# ---- design 1 ----
<file path="src/rtl/mem_stage.sv">
// mem_stage: memory-access pipeline stage.
// ALU results pass straight to writeback one cycle after acceptance. Loads and
// stores hold the stage in BUSY, stalling upstream, until the memory completes.
// Optional feature macro: MEM_TIMEOUT_EN. When it is defined, a BUSY access
// that sees no mem_ready for TIMEOUT_CYCLES cycles is aborted and mem_fault
// pulses. When it is undefined, BUSY waits forever and mem_fault is tied low.
//
// state | meaning
// IDLE  | accepting ex_* every cycle; ALU ops retire with latency 1
// BUSY  | memory request outstanding; ex_* ignored, stall high
module mem_stage #(
  parameter int unsigned TIMEOUT_CYCLES = 16
) (
  input  logic        clk,
  input  logic        rst,
  input  logic        ex_valid,
  input  logic [32:0] ex_result,
  input  logic [31:0] ex_store_data,
  input  logic        ex_is_load,
  input  logic        ex_is_store,
  input  logic [2:0]  ex_dest_reg,
  input  logic [3:0]  ex_flags,
  input  logic        ex_flags_we,
  output logic        stall,
  output logic        mem_req,
  output logic        mem_we,
  output logic [31:0] mem_addr,
  output logic [31:0] mem_wdata,
  input  logic        mem_ready,
  input  logic [31:0] mem_rdata,
  output logic        wb_valid,
  output logic [2:0]  wb_dest_reg,
  output logic [31:0] wb_data,
  output logic        wb_reg_we,
  output logic [3:0]  cpsr,
  output logic        mem_fault
);

  localparam logic [0:0] ST_IDLE = 1'b0;
  localparam logic [0:0] ST_BUSY = 1'b1;

  if (TIMEOUT_CYCLES == 0) begin : g_bad_timeout
    $error("TIMEOUT_CYCLES must be at least 1");
  end

  logic [0:0]  state_q, state_d;
  logic        mem_req_q, mem_req_d;
  logic        mem_we_q, mem_we_d;
  logic [31:0] mem_addr_q, mem_addr_d;
  logic [31:0] mem_wdata_q, mem_wdata_d;
  logic        pend_load_q, pend_load_d;
  logic [2:0]  pend_dest_q, pend_dest_d;
  logic        wb_valid_q, wb_valid_d;
  logic [2:0]  wb_dest_reg_q, wb_dest_reg_d;
  logic [31:0] wb_data_q, wb_data_d;
  logic        wb_reg_we_q, wb_reg_we_d;
  logic [3:0]  cpsr_q, cpsr_d;

  logic accept;
  logic is_mem;
  logic abort;

  // Bit 32 of the execute result carries nothing this stage needs.
  logic unused_ex_bits;
  assign unused_ex_bits = ex_result[32];

  assign accept = (state_q == ST_IDLE) && ex_valid;
  assign is_mem = ex_is_load || ex_is_store;

`ifdef MEM_TIMEOUT_EN
  localparam int unsigned     CNT_W    = (TIMEOUT_CYCLES > 1) ? $clog2(TIMEOUT_CYCLES) : 1;
  localparam logic [CNT_W-1:0] CNT_LOAD = CNT_W'(TIMEOUT_CYCLES - 1);

  logic [CNT_W-1:0] tmo_cnt_q, tmo_cnt_d;
  logic             mem_fault_q, mem_fault_d;

  // A late mem_ready on the terminal cycle still completes normally.
  assign abort = (state_q == ST_BUSY) && !mem_ready && (tmo_cnt_q == '0);

  // Down-counter reloaded on every memory accept; terminal count is zero.
  always_comb begin
    tmo_cnt_d   = tmo_cnt_q;
    mem_fault_d = abort;
    if (accept && is_mem) begin
      tmo_cnt_d = CNT_LOAD;
    end else if ((state_q == ST_BUSY) && (tmo_cnt_q != '0)) begin
      tmo_cnt_d = tmo_cnt_q - CNT_W'(1);
    end
  end

  // Timeout counter and fault pulse registers.
  always_ff @(posedge clk or posedge rst) begin
    if (rst) begin
      tmo_cnt_q   <= '0;
      mem_fault_q <= 1'b0;
    end else begin
      tmo_cnt_q   <= tmo_cnt_d;
      mem_fault_q <= mem_fault_d;
    end
  end

  assign mem_fault = mem_fault_q;
`else
  assign abort     = 1'b0;
  assign mem_fault = 1'b0;
`endif

  // Next-state, memory request and writeback decisions.
  always_comb begin
    state_d       = state_q;
    mem_req_d     = mem_req_q;
    mem_we_d      = mem_we_q;
    mem_addr_d    = mem_addr_q;
    mem_wdata_d   = mem_wdata_q;
    pend_load_d   = pend_load_q;
    pend_dest_d   = pend_dest_q;
    wb_valid_d    = 1'b0;
    wb_dest_reg_d = wb_dest_reg_q;
    wb_data_d     = wb_data_q;
    wb_reg_we_d   = wb_reg_we_q;
    cpsr_d        = cpsr_q;

    case (state_q)
      ST_IDLE: begin
        if (accept) begin
          if (ex_flags_we) begin
            cpsr_d = ex_flags;
          end
          if (is_mem) begin
            state_d     = ST_BUSY;
            mem_req_d   = 1'b1;
            // Load wins when both load and store are flagged.
            mem_we_d    = ex_is_store && !ex_is_load;
            mem_addr_d  = ex_result[31:0];
            mem_wdata_d = ex_store_data;
            pend_load_d = ex_is_load;
            pend_dest_d = ex_dest_reg;
          end else begin
            wb_valid_d    = 1'b1;
            wb_reg_we_d   = 1'b1;
            wb_data_d     = ex_result[31:0];
            wb_dest_reg_d = ex_dest_reg;
          end
        end
      end
      default: begin
        if (mem_ready || abort) begin
          state_d       = ST_IDLE;
          mem_req_d     = 1'b0;
          wb_valid_d    = 1'b1;
          wb_dest_reg_d = pend_dest_q;
          if (mem_ready && pend_load_q) begin
            wb_reg_we_d = 1'b1;
            wb_data_d   = mem_rdata;
          end else begin
            wb_reg_we_d = 1'b0;
            wb_data_d   = 32'h0;
          end
        end
      end
    endcase
  end

  // Stage registers; reset drops an outstanding request immediately.
  always_ff @(posedge clk or posedge rst) begin
    if (rst) begin
      state_q       <= ST_IDLE;
      mem_req_q     <= 1'b0;
      mem_we_q      <= 1'b0;
      mem_addr_q    <= 32'h0;
      mem_wdata_q   <= 32'h0;
      pend_load_q   <= 1'b0;
      pend_dest_q   <= 3'h0;
      wb_valid_q    <= 1'b0;
      wb_dest_reg_q <= 3'h0;
      wb_data_q     <= 32'h0;
      wb_reg_we_q   <= 1'b0;
      cpsr_q        <= 4'h0;
    end else begin
      state_q       <= state_d;
      mem_req_q     <= mem_req_d;
      mem_we_q      <= mem_we_d;
      mem_addr_q    <= mem_addr_d;
      mem_wdata_q   <= mem_wdata_d;
      pend_load_q   <= pend_load_d;
      pend_dest_q   <= pend_dest_d;
      wb_valid_q    <= wb_valid_d;
      wb_dest_reg_q <= wb_dest_reg_d;
      wb_data_q     <= wb_data_d;
      wb_reg_we_q   <= wb_reg_we_d;
      cpsr_q        <= cpsr_d;
    end
  end

  assign stall       = (state_q == ST_BUSY);
  assign mem_req     = mem_req_q;
  assign mem_we      = mem_we_q;
  assign mem_addr    = mem_addr_q;
  assign mem_wdata   = mem_wdata_q;
  assign wb_valid    = wb_valid_q;
  assign wb_dest_reg = wb_dest_reg_q;
  assign wb_data     = wb_data_q;
  assign wb_reg_we   = wb_reg_we_q;
  assign cpsr        = cpsr_q;

endmodule

</file>
<file path="config.mk">
export PLATFORM = sky130hd
export DESIGN_NAME = mem_stage
export DESIGN_NICKNAME = d
export VERILOG_FILES = /design/src/rtl/mem_stage.sv
export SDC_FILE = /design/constraint.sdc
export NUM_CORES = 1
export LEC_CHECK = 0
export CAP_MARGIN = 5
export CORE_MARGIN = 4
export CORE_UTILIZATION = 37
export DETAILED_ROUTE_END_ITERATION = 7
export PLACE_DENSITY = 0.77
export SLEW_MARGIN = 0
export SYNTH_ARGS = -nofsm -noshare
export SYNTH_HDL_FRONTEND = slang
export SYNTH_SLANG_ARGS = --single-unit
</file>
<file path="constraint.sdc">
create_clock -name clk -period 3.4 [get_ports clk]
set_input_delay 0.68 -clock clk [delete_from_list [all_inputs] [get_ports clk]]
set_output_delay 0.68 -clock clk [all_outputs]
set_load 0.05 [all_outputs]
</file>
# ---- design 2 ----
===== src/rtl/fpu_div.sv =====
// Multicycle half/single precision floating-point divider.
// Restoring mantissa division, one quotient bit per cycle, start/done handshake.
module fpu_div (
    input  logic        clk,
    input  logic        reset,
    input  logic        start,
    input  logic        floatType,
    input  logic [31:0] A,
    input  logic [31:0] B,
    output logic        busy,
    output logic        done,
    output logic [31:0] Result,
    output logic [3:0]  FPUFlags
);

    localparam int unsigned MW = 24;  // mantissa incl. hidden bit (single)
    localparam int unsigned RW = 25;  // remainder: < 2*mB
    localparam int unsigned QW = 25;  // quotient: < 2^(W+2)
    localparam int unsigned EW = 10;  // signed working exponent
    localparam int unsigned CW = 5;   // iteration counter

    typedef enum logic [1:0] {IDLE, DIVIDE, NORM, DONE} state_t;

    state_t state, state_n;

    logic          sa, sb, sp_sign;
    logic [7:0]    ea, eb, sp_exp;
    logic [MW-1:0] ma, mb;
    logic [EW-1:0] bias;
    logic          accept, a_zero, b_zero, special;
    logic [31:0]   sp_res;
    logic [3:0]    sp_flags;

    logic          sign_q, ft_q;
    logic [MW-1:0] mb_q;
    logic [RW-1:0] rem_q, rem_diff, rem_n;
    logic [QW-1:0] q_q;
    logic [EW-1:0] exp_q;
    logic [CW-1:0] cnt_q;
    logic          ge;

    logic          hi;
    logic [22:0]   frac;
    logic [EW-1:0] exp_n, emax;
    logic [31:0]   norm_res;
    logic [3:0]    norm_flags;

    // Operand field extraction for the selected format
    always_comb begin
        sa   = A[15];
        sb   = B[15];
        ea   = {3'b0, A[14:10]};
        eb   = {3'b0, B[14:10]};
        ma   = {13'b0, 1'b1, A[9:0]};
        mb   = {13'b0, 1'b1, B[9:0]};
        bias = EW'(15);
        if (floatType) begin
            sa   = A[31];
            sb   = B[31];
            ea   = A[30:23];
            eb   = B[30:23];
            ma   = {1'b1, A[22:0]};
            mb   = {1'b1, B[22:0]};
            bias = EW'(127);
        end
    end

    assign accept   = start && ((state == IDLE) || (state == DONE));
    assign a_zero   = (ea == 8'h00);
    assign b_zero   = (eb == 8'h00);
    assign special  = a_zero || b_zero;
    assign sp_sign  = sa ^ sb;
    assign sp_exp   = b_zero ? 8'hFF : 8'h00;
    assign sp_res   = floatType ? {sp_sign, sp_exp, 23'b0}
                                : {16'b0, sp_sign, sp_exp[4:0], 10'b0};
    // Divide-by-zero wins over zero dividend
    assign sp_flags = {sp_sign, ~b_zero, 1'b0, b_zero};

    // One restoring-division step
    always_comb begin
        ge       = (rem_q >= RW'(mb_q));
        rem_diff = ge ? (rem_q - RW'(mb_q)) : rem_q;
        rem_n    = {rem_diff[RW-2:0], 1'b0};
    end

    // Normalisation, truncation and exponent range handling
    always_comb begin
        hi         = ft_q ? q_q[24] : q_q[11];
        frac       = ft_q ? (hi ? q_q[23:1] : q_q[22:0])
                          : {13'b0, (hi ? q_q[10:1] : q_q[9:0])};
        exp_n      = hi ? exp_q : (exp_q - EW'(1));
        emax       = ft_q ? EW'(255) : EW'(31);
        norm_res   = ft_q ? {sign_q, exp_n[7:0], frac}
                          : {16'b0, sign_q, exp_n[4:0], frac[9:0]};
        norm_flags = {sign_q, 3'b000};
        if ($signed(exp_n) <= $signed(EW'(0))) begin
            norm_res   = ft_q ? {sign_q, 31'b0} : {16'b0, sign_q, 15'b0};
            norm_flags = {sign_q, 3'b100};
        end else if ($signed(exp_n) >= $signed(emax)) begin
            norm_res   = ft_q ? {sign_q, 8'hFF, 23'b0} : {16'b0, sign_q, 5'h1F, 10'b0};
            norm_flags = {sign_q, 3'b001};
        end
    end

    // Next-state logic
    always_comb begin
        state_n = state;
        case (state)
            IDLE, DONE: begin
                if (accept) state_n = special ? DONE : DIVIDE;
                else        state_n = IDLE;
            end
            DIVIDE:     if (cnt_q == CW'(0)) state_n = NORM;
            NORM:       state_n = DONE;
            default:    state_n = IDLE;
        endcase
    end

    always_ff @(posedge clk or negedge reset) begin
        if (!reset) begin
            state <= IDLE;
            busy  <= 1'b0;
            done  <= 1'b0;
        end else begin
            state <= state_n;
            busy  <= (state_n == DIVIDE) || (state_n == NORM);
            done  <= (state_n == DONE);
        end
    end

    // Operand latches, division datapath and result registers
    always_ff @(posedge clk or negedge reset) begin
        if (!reset) begin
            sign_q   <= 1'b0;
            ft_q     <= 1'b0;
            mb_q     <= '0;
            rem_q    <= '0;
            q_q      <= '0;
            exp_q    <= '0;
            cnt_q    <= '0;
            Result   <= '0;
            FPUFlags <= '0;
        end else if (accept) begin
            sign_q <= sp_sign;
            ft_q   <= floatType;
            mb_q   <= mb;
            rem_q  <= RW'(ma);
            q_q    <= '0;
            exp_q  <= EW'(ea) - EW'(eb) + bias;
            cnt_q  <= floatType ? CW'(24) : CW'(11);
            if (special) begin
                Result   <= sp_res;
                FPUFlags <= sp_flags;
            end
        end else if (state == DIVIDE) begin
            rem_q <= rem_n;
            q_q   <= {q_q[QW-2:0], ge};
            cnt_q <= cnt_q - CW'(1);
        end else if (state == NORM) begin
            Result   <= norm_res;
            FPUFlags <= norm_flags;
        end
    end

endmodule


===== config.mk =====
export PLATFORM = sky130hd
export DESIGN_NAME = fpu_div
export DESIGN_NICKNAME = d
export VERILOG_FILES = /design/src/rtl/fpu_div.sv
export SDC_FILE = /design/constraint.sdc
export NUM_CORES = 1
export LEC_CHECK = 0
export CAP_MARGIN = 15
export CORE_MARGIN = 2
export CORE_UTILIZATION = 30
export DETAILED_ROUTE_END_ITERATION = 7
export SETUP_SLACK_MARGIN = 0.02
export SLEW_MARGIN = 25
export SYNTH_ARGS = -nofsm -noshare
export SYNTH_HDL_FRONTEND = slang
export SYNTH_SLANG_ARGS = --single-unit

===== constraint.sdc =====
create_clock -name clk -period 4.9 [get_ports clk]
set_input_delay 0.98 -clock clk [delete_from_list [all_inputs] [get_ports clk]]
set_output_delay 0.98 -clock clk [all_outputs]
set_load 0.01 [all_outputs]


==> screenshots <==
Supply network.
image #1
(3 px per um) Pins as bars on the die edge. Tap cells in gray.
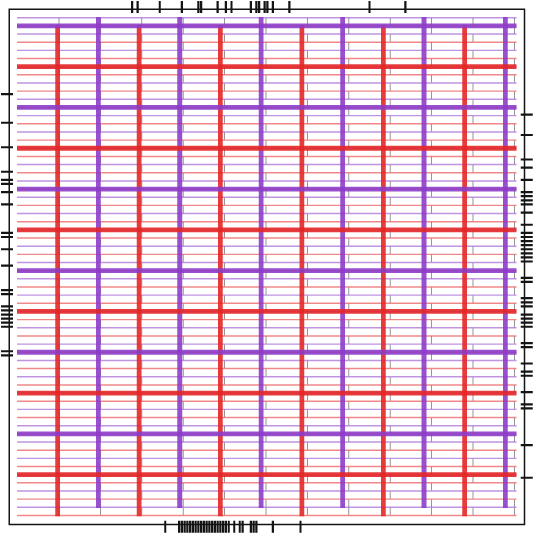
image #2
(4 px per um) Pins as bars on the die edge. Tap cells in gray.
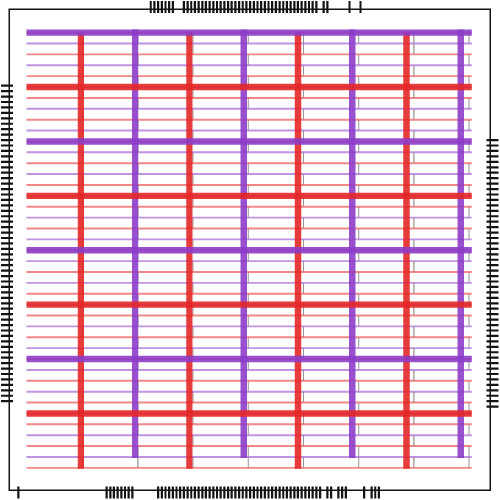
design 2: image #1
design 1: image #2
The one with the largest die is image #1.
The one with the most pins is image #2.

Fig. 1: design 1, routed metal, one color a layer
(4 px per um)
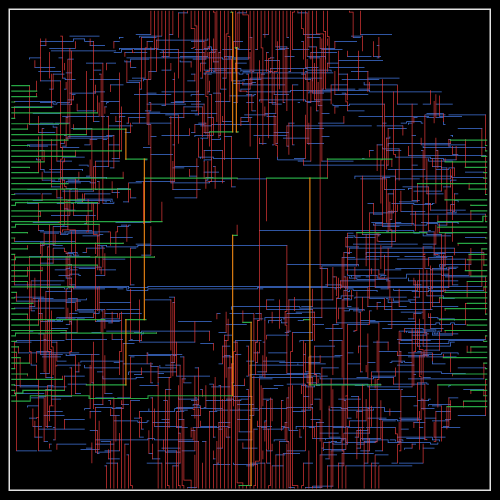
red -> M2  # wire length 6,110 um
green -> M3  # wire length 1,090 um
orange -> M4  # wire length 248 um
blue -> M1  # wire length 4,730 um
Vias: 3,270
WL final: 12,180 um
Total GRT Usage: 0.1730
Avg WL per Cell: 18.00 um

==> flow_summary_export.csv, design 1 <==
group,metric,value,unit
outcome,status,"finished, final reports clean",
critical_path,worstPathArrival,1.82,ns
place,portBuffers,217,
power,seq_power_share,0.330,
clock_tree,cts.repair.resized,0,
routing,first_pass_iters,4,
routing,routed_via_density,4.830,
routing,routed-wl-met2,6114,um
clock_tree,clock_path_buffers,2,
floorplan,die_y,119.9,um
synthesis,xor_share,0,
flow_run,tool_warnings,27,
synthesis,netlist_logic_family_top,"multiplexers",
synthesis,synth.cellmix.adderShare,0,
floorplan,fp_util,0.3825,
critical_path,crit_buf_inv,1,
routing,dr_wl_met3,1087,um
critical_path,critPathKind,"register to output pin",
Fig. 2: design 2, routed metal, one color a layer
(3 px per um)
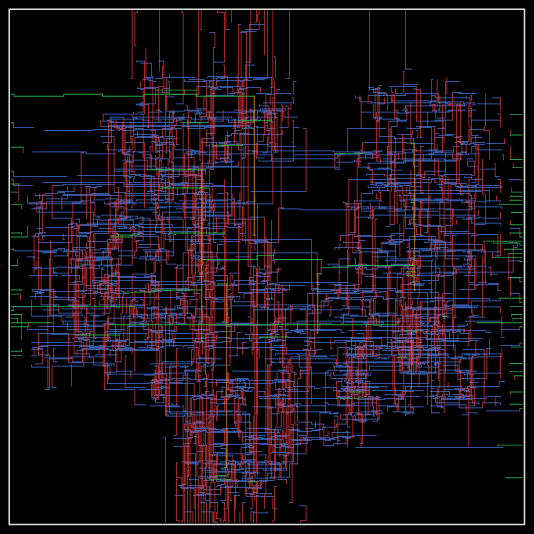
blue -> M1  # wire length 10,400 um
green -> M3  # wire length 749 um
orange -> M4  # wire length 252 um
red -> M2  # wire length 10,400 um

==> flow_summary_export.csv, design 2 <==
group,metric,value,unit
grt,grt_pass1_wl,35850,um
floorplan,dieArea,0.02931,mm2
clock_tree,clk_pin_slew,0.06,ns
synthesis,ys_sh_mux,0.09696,
timing,fin_crit_sh,0.8035,
floorplan,die_y,171.2,um
final_layout,largest_reg_flops,32,
routing,wl_per_cell,15.75,um
final_layout,final_net_count,1114,
power,p_clk_frac,0.225,
grt,grt_util_met1,0.2065,
clock_tree,numCtsBuffers,17,
synthesis,flop_cell,"dfrtp_1",
timing,hold_viol,0,
routing,drt-total-wl,21840,um
outcome,status,"finished, final reports clean",
timing,drv_slew,0,
critical_path,crit_path_end,"exp_q[8]$_DFFE_PN0P_",
grt,grt_overflow_total,0,
floorplan,coreArea,0.02763,mm2
power,clk-power,0.00136,W
clock_tree,htreeDepth,4,
final_layout,nClkBuffers,17,
final_layout,n_fill_cell,2806,
grt,antenna_found_initial,0,

# ---- design 3 ----
Fig. 3: design 3, clock wires, drivers and flops
(4 px per um)
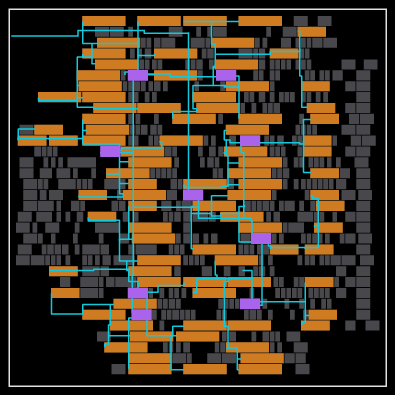

--- src/rtl/ir_queue.sv ---
// rtl/ir_queue.sv - instruction prefetch queue feeding a decoded instruction register
module ir_queue #(
    parameter int WIDTH = 16,
    parameter int DEPTH = 4,
    localparam int CW = $clog2(DEPTH + 1),
    localparam int PW = (DEPTH > 1) ? $clog2(DEPTH) : 1
) (
    input  logic             clk,
    input  logic             reset,
    input  logic [WIDTH-1:0] DATA,
    input  logic             IR_in,
    input  logic             advance,
    input  logic             flush,
    output logic [WIDTH-1:0] REG_OUT_IR,
    output logic             valid,
    output logic [3:0]       opcode_out,
    output logic             S,
    output logic [1:0]       shift,
    output logic [2:0]       rd_out_1,
    output logic [2:0]       rd_out_2,
    output logic [2:0]       rs_1,
    output logic [2:0]       rs_2,
    output logic [CW-1:0]    count,
    output logic             full,
    output logic             empty,
    output logic             overflow
);
    localparam int T = WIDTH - 1;

    logic [WIDTH-1:0] r_mem [DEPTH];
    logic [PW-1:0]    r_wr_ptr;
    logic [PW-1:0]    r_rd_ptr;
    logic [CW-1:0]    r_count;
    logic [WIDTH-1:0] r_ir;
    logic             r_valid;
    logic             r_overflow;

    logic w_full;
    logic w_empty;
    logic w_pop;
    logic w_push;
    logic w_drop;

    assign w_full  = (r_count == CW'(DEPTH));
    assign w_empty = (r_count == '0);
    // A pop in the same cycle frees the slot, so a push at full is still accepted.
    assign w_pop   = advance && !w_empty;
    assign w_push  = IR_in && (!w_full || w_pop);
    assign w_drop  = IR_in && w_full && !w_pop;

    always_ff @(posedge clk) begin
        if (reset) begin
            r_wr_ptr   <= '0;
            r_rd_ptr   <= '0;
            r_count    <= '0;
            r_ir       <= '0;
            r_valid    <= 1'b0;
            r_overflow <= 1'b0;
        end else if (flush) begin
            r_wr_ptr   <= '0;
            r_rd_ptr   <= '0;
            r_count    <= '0;
            r_valid    <= 1'b0;
            r_overflow <= 1'b0;
        end else begin
            if (w_push) begin
                r_wr_ptr <= r_wr_ptr + 1'b1;
            end
            if (w_pop) begin
                r_rd_ptr <= r_rd_ptr + 1'b1;
                r_ir     <= r_mem[r_rd_ptr];
            end
            if (advance) begin
                r_valid <= !w_empty;
            end
            if (w_drop) begin
                r_overflow <= 1'b1;
            end
            r_count <= r_count + CW'(w_push) - CW'(w_pop);
        end
    end

    // Storage needs no reset; empty entries are never read out.
    always_ff @(posedge clk) begin
        if (!reset && !flush && w_push) begin
            r_mem[r_wr_ptr] <= DATA;
        end
    end

    assign REG_OUT_IR = r_ir;
    assign valid      = r_valid;
    assign count      = r_count;
    assign full       = w_full;
    assign empty      = w_empty;
    assign overflow   = r_overflow;

    assign opcode_out = r_ir[T:T-3];
    assign S          = r_ir[T-4];
    assign shift      = r_ir[T-5:T-6];
    assign rd_out_2   = r_ir[T-4:T-6];
    assign rd_out_1   = r_ir[T-7:T-9];
    assign rs_1       = r_ir[T-10:T-12];
    assign rs_2       = r_ir[T-13:T-15];
endmodule

--- config.mk ---
export PLATFORM = sky130hd
export DESIGN_NAME = ir_queue
export DESIGN_NICKNAME = d
export VERILOG_FILES = /design/src/rtl/ir_queue.sv
export SDC_FILE = /design/constraint.sdc
export NUM_CORES = 1
export LEC_CHECK = 0
export ABC_AREA = 1
export CORE_UTILIZATION = 48
export DETAILED_ROUTE_END_ITERATION = 8
export GPL_TIMING_DRIVEN = 0
export HOLD_SLACK_MARGIN = 0.1
export MAX_ROUTING_LAYER = met4
export PLACE_DENSITY = 0.72
export SLEW_MARGIN = 20
export SYNTH_ARGS = -nofsm -noshare
export SYNTH_HDL_FRONTEND = slang
export SYNTH_SLANG_ARGS = --single-unit
--- constraint.sdc ---
create_clock -name clk -period 2.45 [get_ports clk]
set_input_delay 0.49 -clock clk [delete_from_list [all_inputs] [get_ports clk]]
set_output_delay 0.49 -clock clk [all_outputs]
set_load 0.005 [all_outputs]
# ---- design 4 ----
**src/rtl/program_loader.sv**
```systemverilog
// program_loader: boot/reload sequencer for program_memory.
// Receives a little-endian word count followed by little-endian 32-bit words
// over a byte valid/ready handshake, clears memory, writes the words at
// consecutive addresses and releases the CPU reset once the image is complete.
module program_loader #(
  parameter int unsigned MEM_WORDS      = 1024,
  parameter logic [31:0] BASE_ADDR      = 32'h0000_0000,
  parameter int unsigned TIMEOUT_CYCLES = 1_000_000
) (
  input  logic        clk,
  input  logic        reset,
  input  logic        start,
  input  logic        byte_valid,
  input  logic [7:0]  byte_data,
  output logic        byte_ready,
  output logic        clear_mem,
  output logic        write_enable,
  output logic [31:0] write_address,
  output logic [31:0] write_data,
  output logic        cpu_reset,
  output logic        busy,
  output logic        load_done,
  output logic        error
);

  localparam logic [31:0] MEM_LIM = 32'(MEM_WORDS);
  localparam logic [31:0] TO_LIM  = 32'(TIMEOUT_CYCLES);

  typedef enum logic [2:0] {
    S_IDLE  = 3'd0,
    S_CLEAR = 3'd1,
    S_LEN   = 3'd2,
    S_DATA  = 3'd3,
    S_DONE  = 3'd4,
    S_ERROR = 3'd5
  } state_t;

  state_t      state_q, state_d;
  logic [1:0]  byte_idx_q, byte_idx_d;
  logic [23:0] asm_q, asm_d;          // lower three bytes of the word in progress
  logic [31:0] word_count_q, word_count_d;
  logic [31:0] words_acc_q, words_acc_d;
  logic [31:0] timeout_q, timeout_d;
  logic        wr_en_q, wr_en_d;
  logic [31:0] wr_data_q, wr_data_d;
  logic [31:0] wr_addr_q, wr_addr_d;
  logic        byte_ready_q, byte_ready_d;
  logic        clear_mem_q, clear_mem_d;
  logic        busy_q, busy_d;
  logic        load_done_q, load_done_d;
  logic        error_q, error_d;
  logic        cpu_reset_q, cpu_reset_d;

  logic        fire_s;
  logic [31:0] full_word_s;
  logic [31:0] timeout_inc_s;

  assign fire_s        = byte_valid && byte_ready_q;
  assign full_word_s   = {byte_data, asm_q};
  assign timeout_inc_s = timeout_q + 32'd1;

  // Next-state, datapath and registered-output computation.
  always_comb begin
    state_d      = state_q;
    byte_idx_d   = byte_idx_q;
    asm_d        = asm_q;
    word_count_d = word_count_q;
    words_acc_d  = words_acc_q;
    timeout_d    = timeout_q;
    wr_en_d      = 1'b0;
    wr_data_d    = wr_data_q;
    // the address steps past a word on the cycle after it is written
    wr_addr_d    = wr_en_q ? (wr_addr_q + 32'd4) : wr_addr_q;
    byte_ready_d = 1'b0;

    // collect the lower three bytes of a word; the fourth arrives with the write
    if (fire_s) begin
      case (byte_idx_q)
        2'd0:    asm_d[7:0]   = byte_data;
        2'd1:    asm_d[15:8]  = byte_data;
        2'd2:    asm_d[23:16] = byte_data;
        default: asm_d        = asm_q;
      endcase
      byte_idx_d = byte_idx_q + 2'd1;
      timeout_d  = 32'd0;
    end

    case (state_q)
      S_IDLE: begin
        if (start) state_d = S_CLEAR;
        else       state_d = S_IDLE;
      end
      S_CLEAR: begin
        state_d      = S_LEN;
        wr_addr_d    = BASE_ADDR;
        byte_idx_d   = 2'd0;
        asm_d        = 24'd0;
        timeout_d    = 32'd0;
        words_acc_d  = 32'd0;
        word_count_d = 32'd0;
        byte_ready_d = 1'b1;
      end
      S_LEN: begin
        if (fire_s) begin
          if (byte_idx_q == 2'd3) begin
            word_count_d = full_word_s;
            if (full_word_s == 32'd0) begin
              state_d = S_DONE;
            end else if (full_word_s > MEM_LIM) begin
              state_d = S_ERROR;
            end else begin
              state_d      = S_DATA;
              byte_ready_d = 1'b1;
            end
          end else begin
            byte_ready_d = 1'b1;
          end
        end else begin
          timeout_d = timeout_inc_s;
          if (timeout_inc_s >= TO_LIM) state_d = S_ERROR;
          else                         byte_ready_d = 1'b1;
        end
      end
      S_DATA: begin
        if (fire_s) begin
          if (byte_idx_q == 2'd3) begin
            wr_en_d     = 1'b1;
            wr_data_d   = full_word_s;
            words_acc_d = words_acc_q + 32'd1;
            // stop accepting once the final word is captured
            byte_ready_d = ((words_acc_q + 32'd1) != word_count_q);
          end else begin
            byte_ready_d = 1'b1;
          end
        end else if (!byte_ready_q) begin
          // final word is being written this cycle
          state_d = S_DONE;
        end else begin
          timeout_d = timeout_inc_s;
          if (timeout_inc_s >= TO_LIM) state_d = S_ERROR;
          else                         byte_ready_d = 1'b1;
        end
      end
      S_DONE: begin
        if (start) state_d = S_CLEAR;
        else       state_d = S_DONE;
      end
      S_ERROR: begin
        if (start) state_d = S_CLEAR;
        else       state_d = S_ERROR;
      end
      default: begin
        state_d = S_IDLE;
      end
    endcase

    clear_mem_d = (state_d == S_CLEAR);
    busy_d      = (state_d == S_CLEAR) || (state_d == S_LEN) || (state_d == S_DATA);
    load_done_d = (state_d == S_DONE);
    error_d     = (state_d == S_ERROR);
    cpu_reset_d = (state_d != S_DONE);
  end

  // State and datapath registers with synchronous reset.
  always_ff @(posedge clk) begin
    if (reset) begin
      state_q      <= S_IDLE;
      byte_idx_q   <= 2'd0;
      asm_q        <= 24'd0;
      word_count_q <= 32'd0;
      words_acc_q  <= 32'd0;
      timeout_q    <= 32'd0;
      wr_en_q      <= 1'b0;
      wr_data_q    <= 32'd0;
      wr_addr_q    <= BASE_ADDR;
      byte_ready_q <= 1'b0;
      clear_mem_q  <= 1'b0;
      busy_q       <= 1'b0;
      load_done_q  <= 1'b0;
      error_q      <= 1'b0;
      cpu_reset_q  <= 1'b1;
    end else begin
      state_q      <= state_d;
      byte_idx_q   <= byte_idx_d;
      asm_q        <= asm_d;
      word_count_q <= word_count_d;
      words_acc_q  <= words_acc_d;
      timeout_q    <= timeout_d;
      wr_en_q      <= wr_en_d;
      wr_data_q    <= wr_data_d;
      wr_addr_q    <= wr_addr_d;
      byte_ready_q <= byte_ready_d;
      clear_mem_q  <= clear_mem_d;
      busy_q       <= busy_d;
      load_done_q  <= load_done_d;
      error_q      <= error_d;
      cpu_reset_q  <= cpu_reset_d;
    end
  end

  assign byte_ready    = byte_ready_q;
  assign clear_mem     = clear_mem_q;
  assign write_enable  = wr_en_q;
  assign write_address = wr_addr_q;
  assign write_data    = wr_data_q;
  assign cpu_reset     = cpu_reset_q;
  assign busy          = busy_q;
  assign load_done     = load_done_q;
  assign error         = error_q;

endmodule
```
**config.mk**
```make
export PLATFORM = sky130hd
export DESIGN_NAME = program_loader
export DESIGN_NICKNAME = d
export VERILOG_FILES = /design/src/rtl/program_loader.sv
export SDC_FILE = /design/constraint.sdc
export NUM_CORES = 1
export LEC_CHECK = 0
export CAP_MARGIN = 25
export CORE_MARGIN = 4
export CORE_UTILIZATION = 55
export CTS_BUF_LIST = sky130_fd_sc_hd__clkbuf_4
export DETAILED_ROUTE_END_ITERATION = 10
export GPL_TIMING_DRIVEN = 0
export PLACE_DENSITY = 0.88
export SLEW_MARGIN = 10
export SYNTH_ARGS = -nofsm -noshare
export SYNTH_HDL_FRONTEND = slang
export SYNTH_SLANG_ARGS = --single-unit
```
**constraint.sdc**
```tcl
create_clock -name clk -period 8.2 [get_ports clk]
set_clock_uncertainty 0.05 [all_clocks]
set_input_delay 1.23 -clock clk [delete_from_list [all_inputs] [get_ports clk]]
set_output_delay 1.23 -clock clk [all_outputs]
set_load 0.01 [all_outputs]
```
# ---- design 5 ----
`src/rtl/cmd_fifo_ft_pkg.sv`:
```
// cmd_fifo_ft_pkg: sizing helper for the command FIFO pointer width
package cmd_fifo_ft_pkg;
  function automatic int unsigned addr_bits(input int unsigned depth);
    return (depth > 1) ? $clog2(depth) : 1;
  endfunction
endpackage

```
`src/rtl/cmd_fifo_ft.sv`:
```
// cmd_fifo_ft: in-order command FIFO with optional fall-through; define CMD_FIFO_ASSERT_EN for sim checks
module cmd_fifo_ft import cmd_fifo_ft_pkg::*; #(
  parameter bit          FALL_THROUGH = 1'b0,
  parameter int unsigned DATA_WIDTH   = 32,
  parameter int unsigned DEPTH        = 8,
  localparam int unsigned ADDR_DEPTH  = addr_bits(DEPTH)
) (
  input  logic                  clk_i,
  input  logic                  rst_ni,
  input  logic                  flush_i,
  input  logic                  testmode_i,
  output logic                  full_o,
  output logic                  empty_o,
  output logic [ADDR_DEPTH-1:0] usage_o,
  input  logic [DATA_WIDTH-1:0] data_i,
  input  logic                  push_i,
  output logic [DATA_WIDTH-1:0] data_o,
  input  logic                  pop_i
);
  logic [ADDR_DEPTH-1:0] rptr_q, rptr_d, wptr_q, wptr_d;
  logic [ADDR_DEPTH:0]   cnt_q, cnt_d;
  logic [DATA_WIDTH-1:0] mem_q [DEPTH];
  logic                  ft, do_push, do_pop, unused_ok;
  function automatic logic [ADDR_DEPTH-1:0] nxt(input logic [ADDR_DEPTH-1:0] p);
    return (p == ADDR_DEPTH'(DEPTH - 1)) ? '0 : p + 1'b1;
  endfunction
  assign unused_ok = testmode_i;
  assign ft      = FALL_THROUGH && (cnt_q == '0) && push_i;
  assign full_o  = cnt_q == (ADDR_DEPTH+1)'(DEPTH);
  assign empty_o = (cnt_q == '0) && !ft;
  assign usage_o = cnt_q[ADDR_DEPTH-1:0];
  assign data_o  = ft ? data_i : mem_q[rptr_q];
  // a fall-through push that is popped at once never touches storage
  assign do_push = push_i && !full_o && !(ft && pop_i);
  assign do_pop  = pop_i && !empty_o && !ft;
  assign rptr_d  = flush_i ? '0 : do_pop ? nxt(rptr_q) : rptr_q;
  assign wptr_d  = flush_i ? '0 : do_push ? nxt(wptr_q) : wptr_q;
  assign cnt_d   = flush_i ? '0 : cnt_q + (ADDR_DEPTH+1)'(do_push) - (ADDR_DEPTH+1)'(do_pop);
  always_ff @(posedge clk_i or negedge rst_ni) begin
    if (!rst_ni) begin
      rptr_q <= '0;
      wptr_q <= '0;
      cnt_q  <= '0;
      for (int i = 0; i < DEPTH; i++) mem_q[i] <= '0;
    end else begin
      rptr_q <= rptr_d;
      wptr_q <= wptr_d;
      cnt_q  <= cnt_d;
      if (do_push && !flush_i) mem_q[wptr_q] <= data_i;
    end
  end
`ifdef CMD_FIFO_ASSERT_EN
  if (DEPTH == 0) begin : g_depth_err
    $error("cmd_fifo_ft: DEPTH must be at least 1");
  end
  push_full_a: assert property (@(posedge clk_i) disable iff (!rst_ni) !(push_i && full_o && !flush_i))
    else $error("cmd_fifo_ft: push while full");
  pop_empty_a: assert property (@(posedge clk_i) disable iff (!rst_ni) !(pop_i && empty_o && !flush_i))
    else $error("cmd_fifo_ft: pop while empty");
`endif
endmodule

```
`config.mk`:
```
export PLATFORM = sky130hd
export DESIGN_NAME = cmd_fifo_ft
export DESIGN_NICKNAME = d
export VERILOG_FILES = /design/src/rtl/cmd_fifo_ft_pkg.sv /design/src/rtl/cmd_fifo_ft.sv
export SDC_FILE = /design/constraint.sdc
export NUM_CORES = 1
export LEC_CHECK = 0
export ABC_CLOCK_PERIOD_IN_PS = 6200
export CAP_MARGIN = 20
export CORE_MARGIN = 1
export CORE_UTILIZATION = 50
export DETAILED_ROUTE_END_ITERATION = 7
export HOLD_SLACK_MARGIN = 0.08
export MAX_ROUTING_LAYER = met4
export PLACE_DENSITY = 0.69
export SKIP_CTS_REPAIR_TIMING = 1
export SYNTH_ARGS = -nofsm -noshare
export SYNTH_HDL_FRONTEND = slang
export SYNTH_SLANG_ARGS = --single-unit
```
`constraint.sdc`:
```
create_clock -name clk_i -period 6.2 [get_ports clk_i]
set_clock_uncertainty 0.2 [all_clocks]
set_input_delay 1.55 -clock clk_i [delete_from_list [all_inputs] [get_ports clk_i]]
set_output_delay 1.55 -clock clk_i [all_outputs]
set_load 0.03 [all_outputs]
```
Fig. 4: design 5, placed cells, one color a class
(3 px per um) Fill, decap, tap and diode cells in gray.
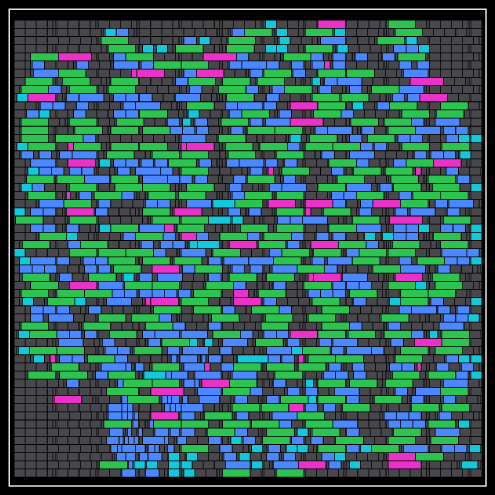
magenta -> clock drivers and dummy loads  # cells 54, share of their area 7.6%
blue -> remaining logic cells  # cells 415, share of their area 38%
cyan -> remaining buffers and delay cells  # cells 86, share of their area 6.5%
green -> registers  # cells 266, share of their area 48%
Rows: 56
Design Area, Final: 0.01427 mm2

==> flow_summary_export.csv, design 5 <==
group,metric,value,unit
final_layout,largest_reg_flops,256,
synthesis,xor_share,0.0007158,
min_path,min_path_cells,1,
timing,period_needed,5.249,ns
final_layout,final_common_cell,"mux2_2",
critical_path,critPathCaptureType,"output pin",
grt,gr-usage-all-layers,0.2242,
final_layout,diodes,1,
outcome,status,"finished, final reports clean",
place,hpwl,14560,um
power,cellLeakagePower,6.457,nW
grt,top_usage_layer,"met2",
critical_path,reg2reg_to,"mem_q[80]$_DFFE_PN0P_",
place,pre_cts_slack,1.342,ns
final_layout,area_growth_syn_to_layout,16.66,%
floorplan,die_x,158.4,um
synthesis,syn_inst,730,
final_layout,comb_cells,406,
place,place_congestion,0.7161,
final_layout,top_register,"mem_q",
routing,wl_met1,10770,um
routing,drcViolationCount,0,
critical_path,cp.required,4.45,ns
timing,hold_viol,0,
final_layout,final_net_count,847,
Fig. 5: design 4, routing congestion
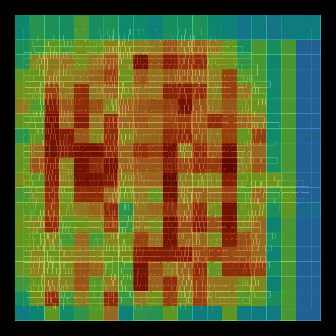
met2 usage: 0.4439
Top Usage Layer GRT: met2
met3 Track Usage GR: 0.06330
Avg WL per Cell: 17.79 um

Fig. 6: design 4, supply network
(3 px per um) Pins as bars on the die edge. Tap cells in gray.
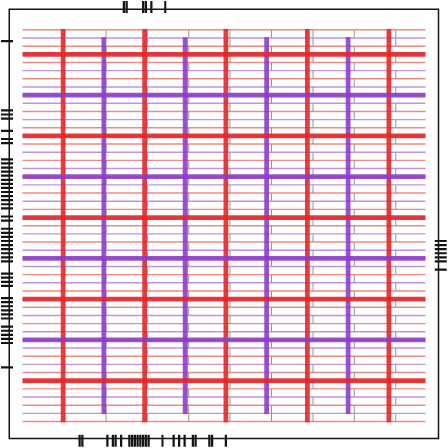
purple -> VDD
red -> VSS
met4 straps = 9
signal pins = 83

==> flow_summary_export.csv, design 4 <==
group,metric,value,unit
outcome,status,"finished, final reports clean",
final_layout,diodes,1,
power,total_power,0.001646,W
clock_tree,cts_setup_buffers,0,
final_layout,utilization,0.6460,
power,p_clk_frac,0.305,
timing,fmax,268.5,MHz
synthesis,common_cells,"nand2_1, dfxtp_1, a21oi_1, nand3_1, nor2_1",
power,switchingPower,0.0005133,W
floorplan,die_x,142.6,um
routing,dr_wl_met3,3025,um
synthesis,yosys.cell_count.top_type,"nand2_1",
synthesis,synth_cell_type_count,71,
synthesis,ys_sh_simple,0.3132,
timing,rsz0062_at_grt,"no",
synthesis,yosys_cells,1326,
synthesis,avgSynthCellArea,7.517,um2
flow_run,tool_warnings,29,
floorplan,die_y,142.6,um
critical_path,critPathKind,"register to register",
final_layout,buffer_area_frac,0.1082,
power,switching_share,0.3118,
routing,top_layer_used,"met4",
critical_path,critPathTopFamily,"simple AND/OR/NAND/NOR gates",
floorplan,fp_util,0.5684,
Fig. 7: design 3, routing congestion
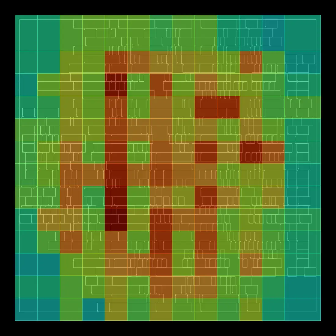
Avg WL per Cell: 12.18 um
GR Util met1: 0.2509
Finished Core Util: 0.6152

## Picture notes: Fig. 3
orange -> flip-flops  # count 89
cyan -> clock wires  # length 982 um
purple -> clock-net drivers  # count 9
routed clock nets = 10
Fin Clk Skew: 0.01150 ns
later-pin clock latency in the skew report: 0.36 ns
clock share of power: 0.302
Clk. pwr: 0.000849 W

==> flow_summary_export.csv, design 3 <==
group,metric,value,unit
outcome,status,"finished, final reports clean",
final_layout,most-common-layout-cells,"nand2_1, inv_1, edfxtp_1, clkdlybuf4s50_1, nor2_1",
clock_tree,postCtsHoldBufs,0,
routing,via_count,2837,
routing,drtIter0Drc,181,
place,place_inst,618,
power,comb_power,0.000296,W
routing,drt-total-wl,7725,um
floorplan,die_y,93.86,um
synthesis,netlist_logic_family_top,"simple AND/OR/NAND/NOR gates",
routing,routed-wl-met2,3614,um
final_layout,comb_share,0.2022,
critical_path,critical_path.slowest_cell,"clkdlybuf4s50_1",
min_path,min_path_type,"register to register",
min_path,min_path_cells,2,
power,p_int,0.002165,W
synthesis,synth_flops,89,
critical_path,worstPathArrival,2.19,ns
place,portBuffers,62,
synthesis,yosys.area.top_type,"edfxtp_1",
critical_path,startpoint,"advance",
synthesis,common_cells,"nand2_1, inv_1, edfxtp_1, nor2_1, nand3_1",
synthesis,synthesis.nets,474,
final_layout,final_common_cell,"nand2_1",
synthesis,ys_sh_mux,0,

==> screenshots <==
Routed metal, one color a layer.
shot_01.png
(3 px per um)
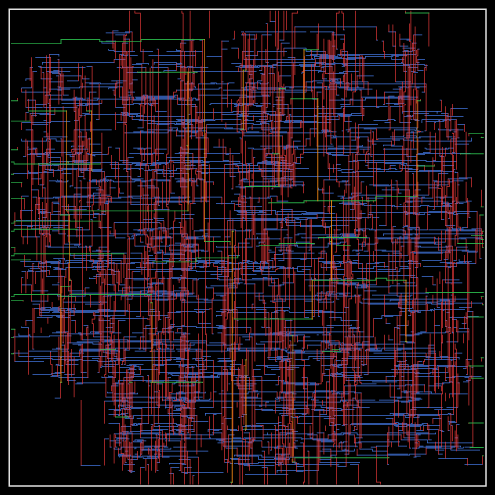
shot_02.png
(3 px per um)
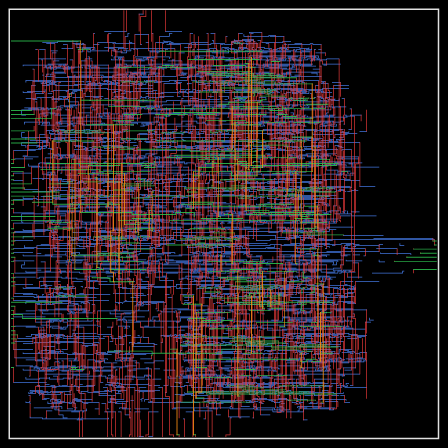
shot_03.png
(4 px per um)
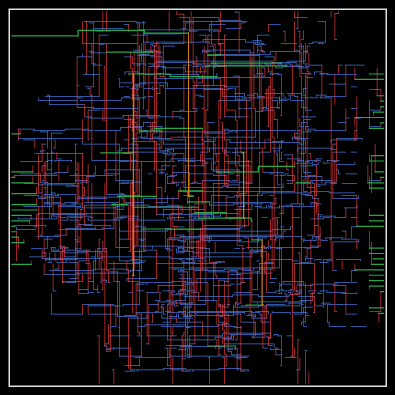
shot_03.png -> design 3
shot_01.png -> design 5
shot_02.png -> design 4
The one with the least wire is shot_03.png.
The one with the smallest die is shot_03.png.

Key to shot_03.png:
blue -> M1  # wire length 3,580 um
red -> M2  # wire length 3,610 um
green -> M3  # wire length 409 um
orange -> M4  # wire length 124 um


# ---- design 6 ----
Fig. 8: design 6, supply network
(4 px per um) Pins as bars on the die edge. Tap cells in gray.
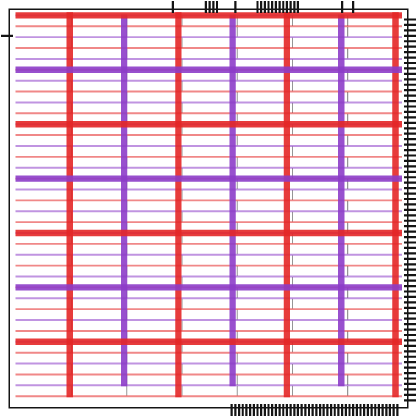
Fig. 9: design 6, placed cells, one color a class
(4 px per um) Fill, decap, tap and diode cells in gray.
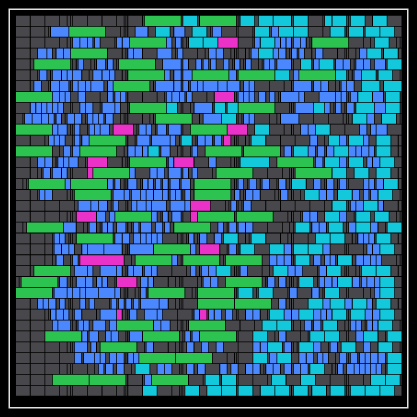
Fig. 10: design 6, clock wires, drivers and flops
(4 px per um)
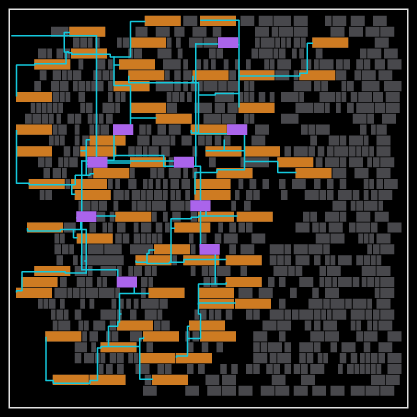
===== src/rtl/asteroids_pkg.sv =====
// Shared constants and types for the asteroids video pipeline.
package asteroids_pkg;

    localparam int unsigned COORD_W  = 10;
    localparam int unsigned COLOR_W  = 3;
    localparam int unsigned SCREEN_W = 320;
    localparam int unsigned SCREEN_H = 240;

    localparam logic [COLOR_W-1:0] COLOR_BLACK   = 3'b000;
    localparam logic [COLOR_W-1:0] COLOR_BLUE    = 3'b001;
    localparam logic [COLOR_W-1:0] COLOR_GREEN   = 3'b010;
    localparam logic [COLOR_W-1:0] COLOR_CYAN    = 3'b011;
    localparam logic [COLOR_W-1:0] COLOR_RED     = 3'b100;
    localparam logic [COLOR_W-1:0] COLOR_MAGENTA = 3'b101;
    localparam logic [COLOR_W-1:0] COLOR_YELLOW  = 3'b110;
    localparam logic [COLOR_W-1:0] COLOR_WHITE   = 3'b111;

    typedef enum logic [1:0] {
        ST_IDLE  = 2'd0,
        ST_CLEAR = 2'd1,
        ST_GRANT = 2'd2,
        ST_SERVE = 2'd3
    } sched_state_t;

endpackage


===== src/rtl/clear_sweeper.sv =====
// Row-major cx/cy scan counter for the frame clear sweep.
module clear_sweeper
    import asteroids_pkg::*;
#(
    parameter int unsigned WIDTH  = 320,
    parameter int unsigned HEIGHT = 240
) (
    input  logic               clk,
    input  logic               reset_n,
    input  logic               start,
    input  logic               step,
    output logic [COORD_W-1:0] cx,
    output logic [COORD_W-1:0] cy,
    output logic               last
);

    logic row_end;

    always_comb begin
        row_end = (cx == COORD_W'(WIDTH - 1));
        last    = row_end && (cy == COORD_W'(HEIGHT - 1));
    end

    always_ff @(posedge clk or negedge reset_n) begin
        if (!reset_n) begin
            cx <= '0;
            cy <= '0;
        end else if (start) begin
            cx <= '0;
            cy <= '0;
        end else if (step) begin
            if (row_end) begin
                cx <= '0;
                cy <= last ? '0 : cy + 1'b1;
            end else begin
                cx <= cx + 1'b1;
            end
        end
    end

endmodule


===== src/rtl/frame_draw_scheduler.sv =====
// Per-frame owner of the VGA adapter pixel port: clear sweep, then fixed-order
// grants to the draw engines through a registered pixel mux.
module frame_draw_scheduler
    import asteroids_pkg::*;
#(
    parameter int unsigned         N_REQ       = 4,
    parameter int unsigned         SCREEN_W    = asteroids_pkg::SCREEN_W,
    parameter int unsigned         SCREEN_H    = asteroids_pkg::SCREEN_H,
    parameter logic [COLOR_W-1:0]  CLEAR_COLOR = COLOR_BLACK,
    parameter int unsigned         TIMEOUT     = 4096
) (
    input  logic                       clk,
    input  logic                       reset_n,
    input  logic                       frame_tick,
    input  logic [N_REQ-1:0]           req_en,
    output logic [N_REQ-1:0]           req_start,
    input  logic [N_REQ-1:0]           req_done,
    input  logic [N_REQ*COORD_W-1:0]   req_x,
    input  logic [N_REQ*COORD_W-1:0]   req_y,
    input  logic [N_REQ*COLOR_W-1:0]   req_color,
    input  logic [N_REQ-1:0]           req_plot,
    output logic [COORD_W-1:0]         x,
    output logic [COORD_W-1:0]         y,
    output logic [COLOR_W-1:0]         color,
    output logic                       writeEn,
    output logic                       busy,
    output logic                       overrun,
    output logic                       timeout_err
);

    localparam int unsigned IDX_W = (N_REQ > 1) ? $clog2(N_REQ) : 1;
    localparam int unsigned WD_W  = $clog2(TIMEOUT + 1);

    sched_state_t       state, state_n;
    logic [IDX_W-1:0]   idx, idx_n;
    logic [WD_W-1:0]    wd, wd_n;
    logic               sweep_start, sweep_step, sweep_last;
    logic               timeout_hit, advance;
    logic [COORD_W-1:0] cx, cy;
    logic [COORD_W-1:0] sel_x, sel_y;
    logic [COLOR_W-1:0] sel_color;
    logic               sel_plot;

    clear_sweeper #(
        .WIDTH  (SCREEN_W),
        .HEIGHT (SCREEN_H)
    ) u_sweeper (
        .clk     (clk),
        .reset_n (reset_n),
        .start   (sweep_start),
        .step    (sweep_step),
        .cx      (cx),
        .cy      (cy),
        .last    (sweep_last)
    );

    always_comb begin
        state_n     = state;
        idx_n       = idx;
        wd_n        = wd;
        sweep_start = 1'b0;
        sweep_step  = 1'b0;
        timeout_hit = 1'b0;
        advance     = 1'b0;
        req_start   = '0;
        case (state)
            ST_IDLE: begin
                if (frame_tick) begin
                    sweep_start = 1'b1;
                    state_n     = ST_CLEAR;
                end
            end
            ST_CLEAR: begin
                sweep_step = 1'b1;
                if (sweep_last) begin
                    idx_n   = '0;
                    state_n = ST_GRANT;
                end
            end
            ST_GRANT: begin
                if (req_en[idx]) begin
                    req_start[idx] = 1'b1;
                    wd_n           = '0;
                    state_n        = ST_SERVE;
                end else begin
                    advance = 1'b1;
                end
            end
            ST_SERVE: begin
                wd_n = wd + 1'b1;
                if (req_done[idx]) begin
                    advance = 1'b1;
                end else if (wd == WD_W'(TIMEOUT - 1)) begin
                    advance     = 1'b1;
                    timeout_hit = 1'b1;
                end
            end
            default: state_n = ST_IDLE;
        endcase
        // Skips, dones and timeouts all leave through the same index step.
        if (advance) begin
            if (idx == IDX_W'(N_REQ - 1)) begin
                state_n = ST_IDLE;
            end else begin
                idx_n   = idx + 1'b1;
                state_n = ST_GRANT;
            end
        end
    end

    always_ff @(posedge clk or negedge reset_n) begin
        if (!reset_n) begin
            state       <= ST_IDLE;
            idx         <= '0;
            wd          <= '0;
            overrun     <= 1'b0;
            timeout_err <= 1'b0;
        end else begin
            state <= state_n;
            idx   <= idx_n;
            wd    <= wd_n;
            if (frame_tick && (state != ST_IDLE)) overrun <= 1'b1;
            if (timeout_hit) timeout_err <= 1'b1;
        end
    end

    always_comb begin
        sel_x     = '0;
        sel_y     = '0;
        sel_color = '0;
        sel_plot  = 1'b0;
        for (int unsigned i = 0; i < N_REQ; i++) begin
            if (idx == IDX_W'(i)) begin
                sel_x     = req_x[i*COORD_W +: COORD_W];
                sel_y     = req_y[i*COORD_W +: COORD_W];
                sel_color = req_color[i*COLOR_W +: COLOR_W];
                sel_plot  = req_plot[i];
            end
        end
    end

    always_ff @(posedge clk or negedge reset_n) begin
        if (!reset_n) begin
            x       <= '0;
            y       <= '0;
            color   <= '0;
            writeEn <= 1'b0;
        end else begin
            case (state)
                ST_CLEAR: begin
                    x       <= cx;
                    y       <= cy;
                    color   <= CLEAR_COLOR;
                    writeEn <= 1'b1;
                end
                ST_SERVE: begin
                    x       <= sel_x;
                    y       <= sel_y;
                    color   <= sel_color;
                    writeEn <= sel_plot;
                end
                default: writeEn <= 1'b0;
            endcase
        end
    end

    always_comb busy = (state != ST_IDLE);

endmodule


===== config.mk =====
export PLATFORM = sky130hd
export DESIGN_NAME = frame_draw_scheduler
export DESIGN_NICKNAME = d
export VERILOG_FILES = /design/src/rtl/asteroids_pkg.sv /design/src/rtl/clear_sweeper.sv /design/src/rtl/frame_draw_scheduler.sv
export SDC_FILE = /design/constraint.sdc
export NUM_CORES = 1
export LEC_CHECK = 0
export ABC_AREA = 1
export ABC_CLOCK_PERIOD_IN_PS = 2700
export CAP_MARGIN = 30
export CORE_UTILIZATION = 45
export CTS_CLUSTER_SIZE = 28
export DETAILED_ROUTE_END_ITERATION = 8
export PLACE_DENSITY_LB_ADDON = 0.1
export SKIP_LAST_GASP = 1
export SLEW_MARGIN = 20
export SYNTH_ARGS = -nofsm -noshare
export SYNTH_HDL_FRONTEND = slang
export SYNTH_SLANG_ARGS = --single-unit

===== constraint.sdc =====
create_clock -name clk -period 2.7 [get_ports clk]
set_clock_uncertainty 0.2 [all_clocks]
set_input_delay 0.405 -clock clk [delete_from_list [all_inputs] [get_ports clk]]
set_output_delay 0.405 -clock clk [all_outputs]
set_load 0.02 [all_outputs]

==> flow_summary_export.csv <==
group,metric,value,unit
final_layout,inv_count,46,
grt,met2_usage,0.4279,
floorplan,dieArea,0.009855,mm2
critical_path,path_common_cell,"inv_1",
critical_path,crit_path_cell_trace,"inv_1 > ha_1 > inv_1 > clkdlybuf4s50_1",
min_path,min_path_cells,1,
synthesis,yosys.area.top_type,"dfrtp_1",
clock_tree,cts_setup_buffers,0,
final_layout,buffer_area_frac,0.2513,
grt,first_global_vias,4149,
critical_path,startpoint,"state[0]$_DFFE_PN0P_",
power,total_power,0.005126,W
synthesis,ys_sh_simple,0.2736,
critical_path,cp.required,2.10,ns
critical_path,reg2reg_to,"y[5]$_DFFE_PN0P_",
outcome,status,"finished, final reports clean",
final_layout,utilization,0.6378,
final_layout,largest_reg_flops,13,
floorplan,die_y,99.27,um
clock_tree,clock_path_buffers,2,
power,cellLeakagePower,2.614,nW
floorplan,pin_count,138,
power,p_per_area,874.0,mW/mm2
power,p_clk_frac,0.155,
clock_tree,htreeDepth,3,
grt,grt_util_met1,0.3760,
## Picture notes: Fig. 8
red -> VSS
purple -> VDD
met1 rails = 36
signal pins = 138
rows = 35
met4 straps = 7
met5 straps = 7

## Picture notes: Fig. 9
green -> registers  # cells 63, share of their area 28%
blue -> remaining logic cells  # cells 493, share of their area 43%
magenta -> clock drivers and dummy loads  # cells 16, share of their area 3.3%
cyan -> remaining buffers and delay cells  # cells 148, share of their area 26%

## Picture notes: Fig. 10
cyan -> clock wires  # length 804 um
orange -> flip-flops  # count 63
purple -> clock-net drivers  # count 9
routed clock nets = 10



==> layout pictures side by side <==
Clock wires, drivers and flops.
panel A
(2 px per um)
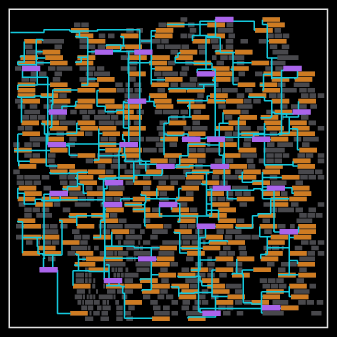
panel B
(3 px per um)
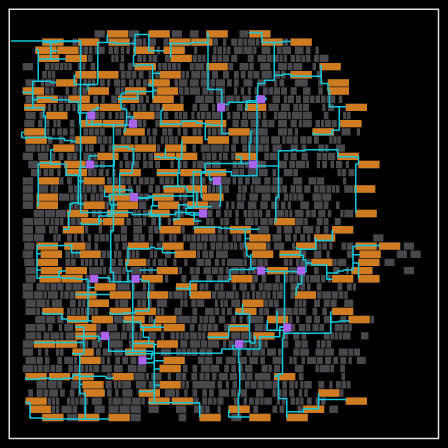
panel C
(2 px per um)
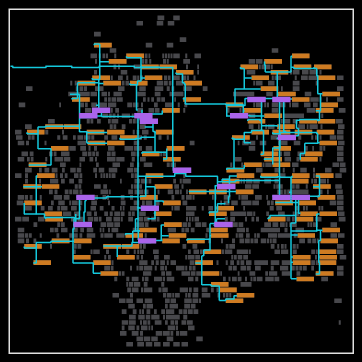
panel D
(3 px per um)
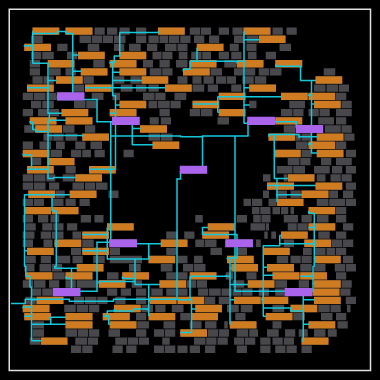
The one with the smallest die is panel D.
The one with the largest die is panel C.
- panel A = design 5
- panel B = design 4
- panel D = design 1
- panel C = design 2

Power figures rest on the tool's default switching activity, not on a simulated workload.
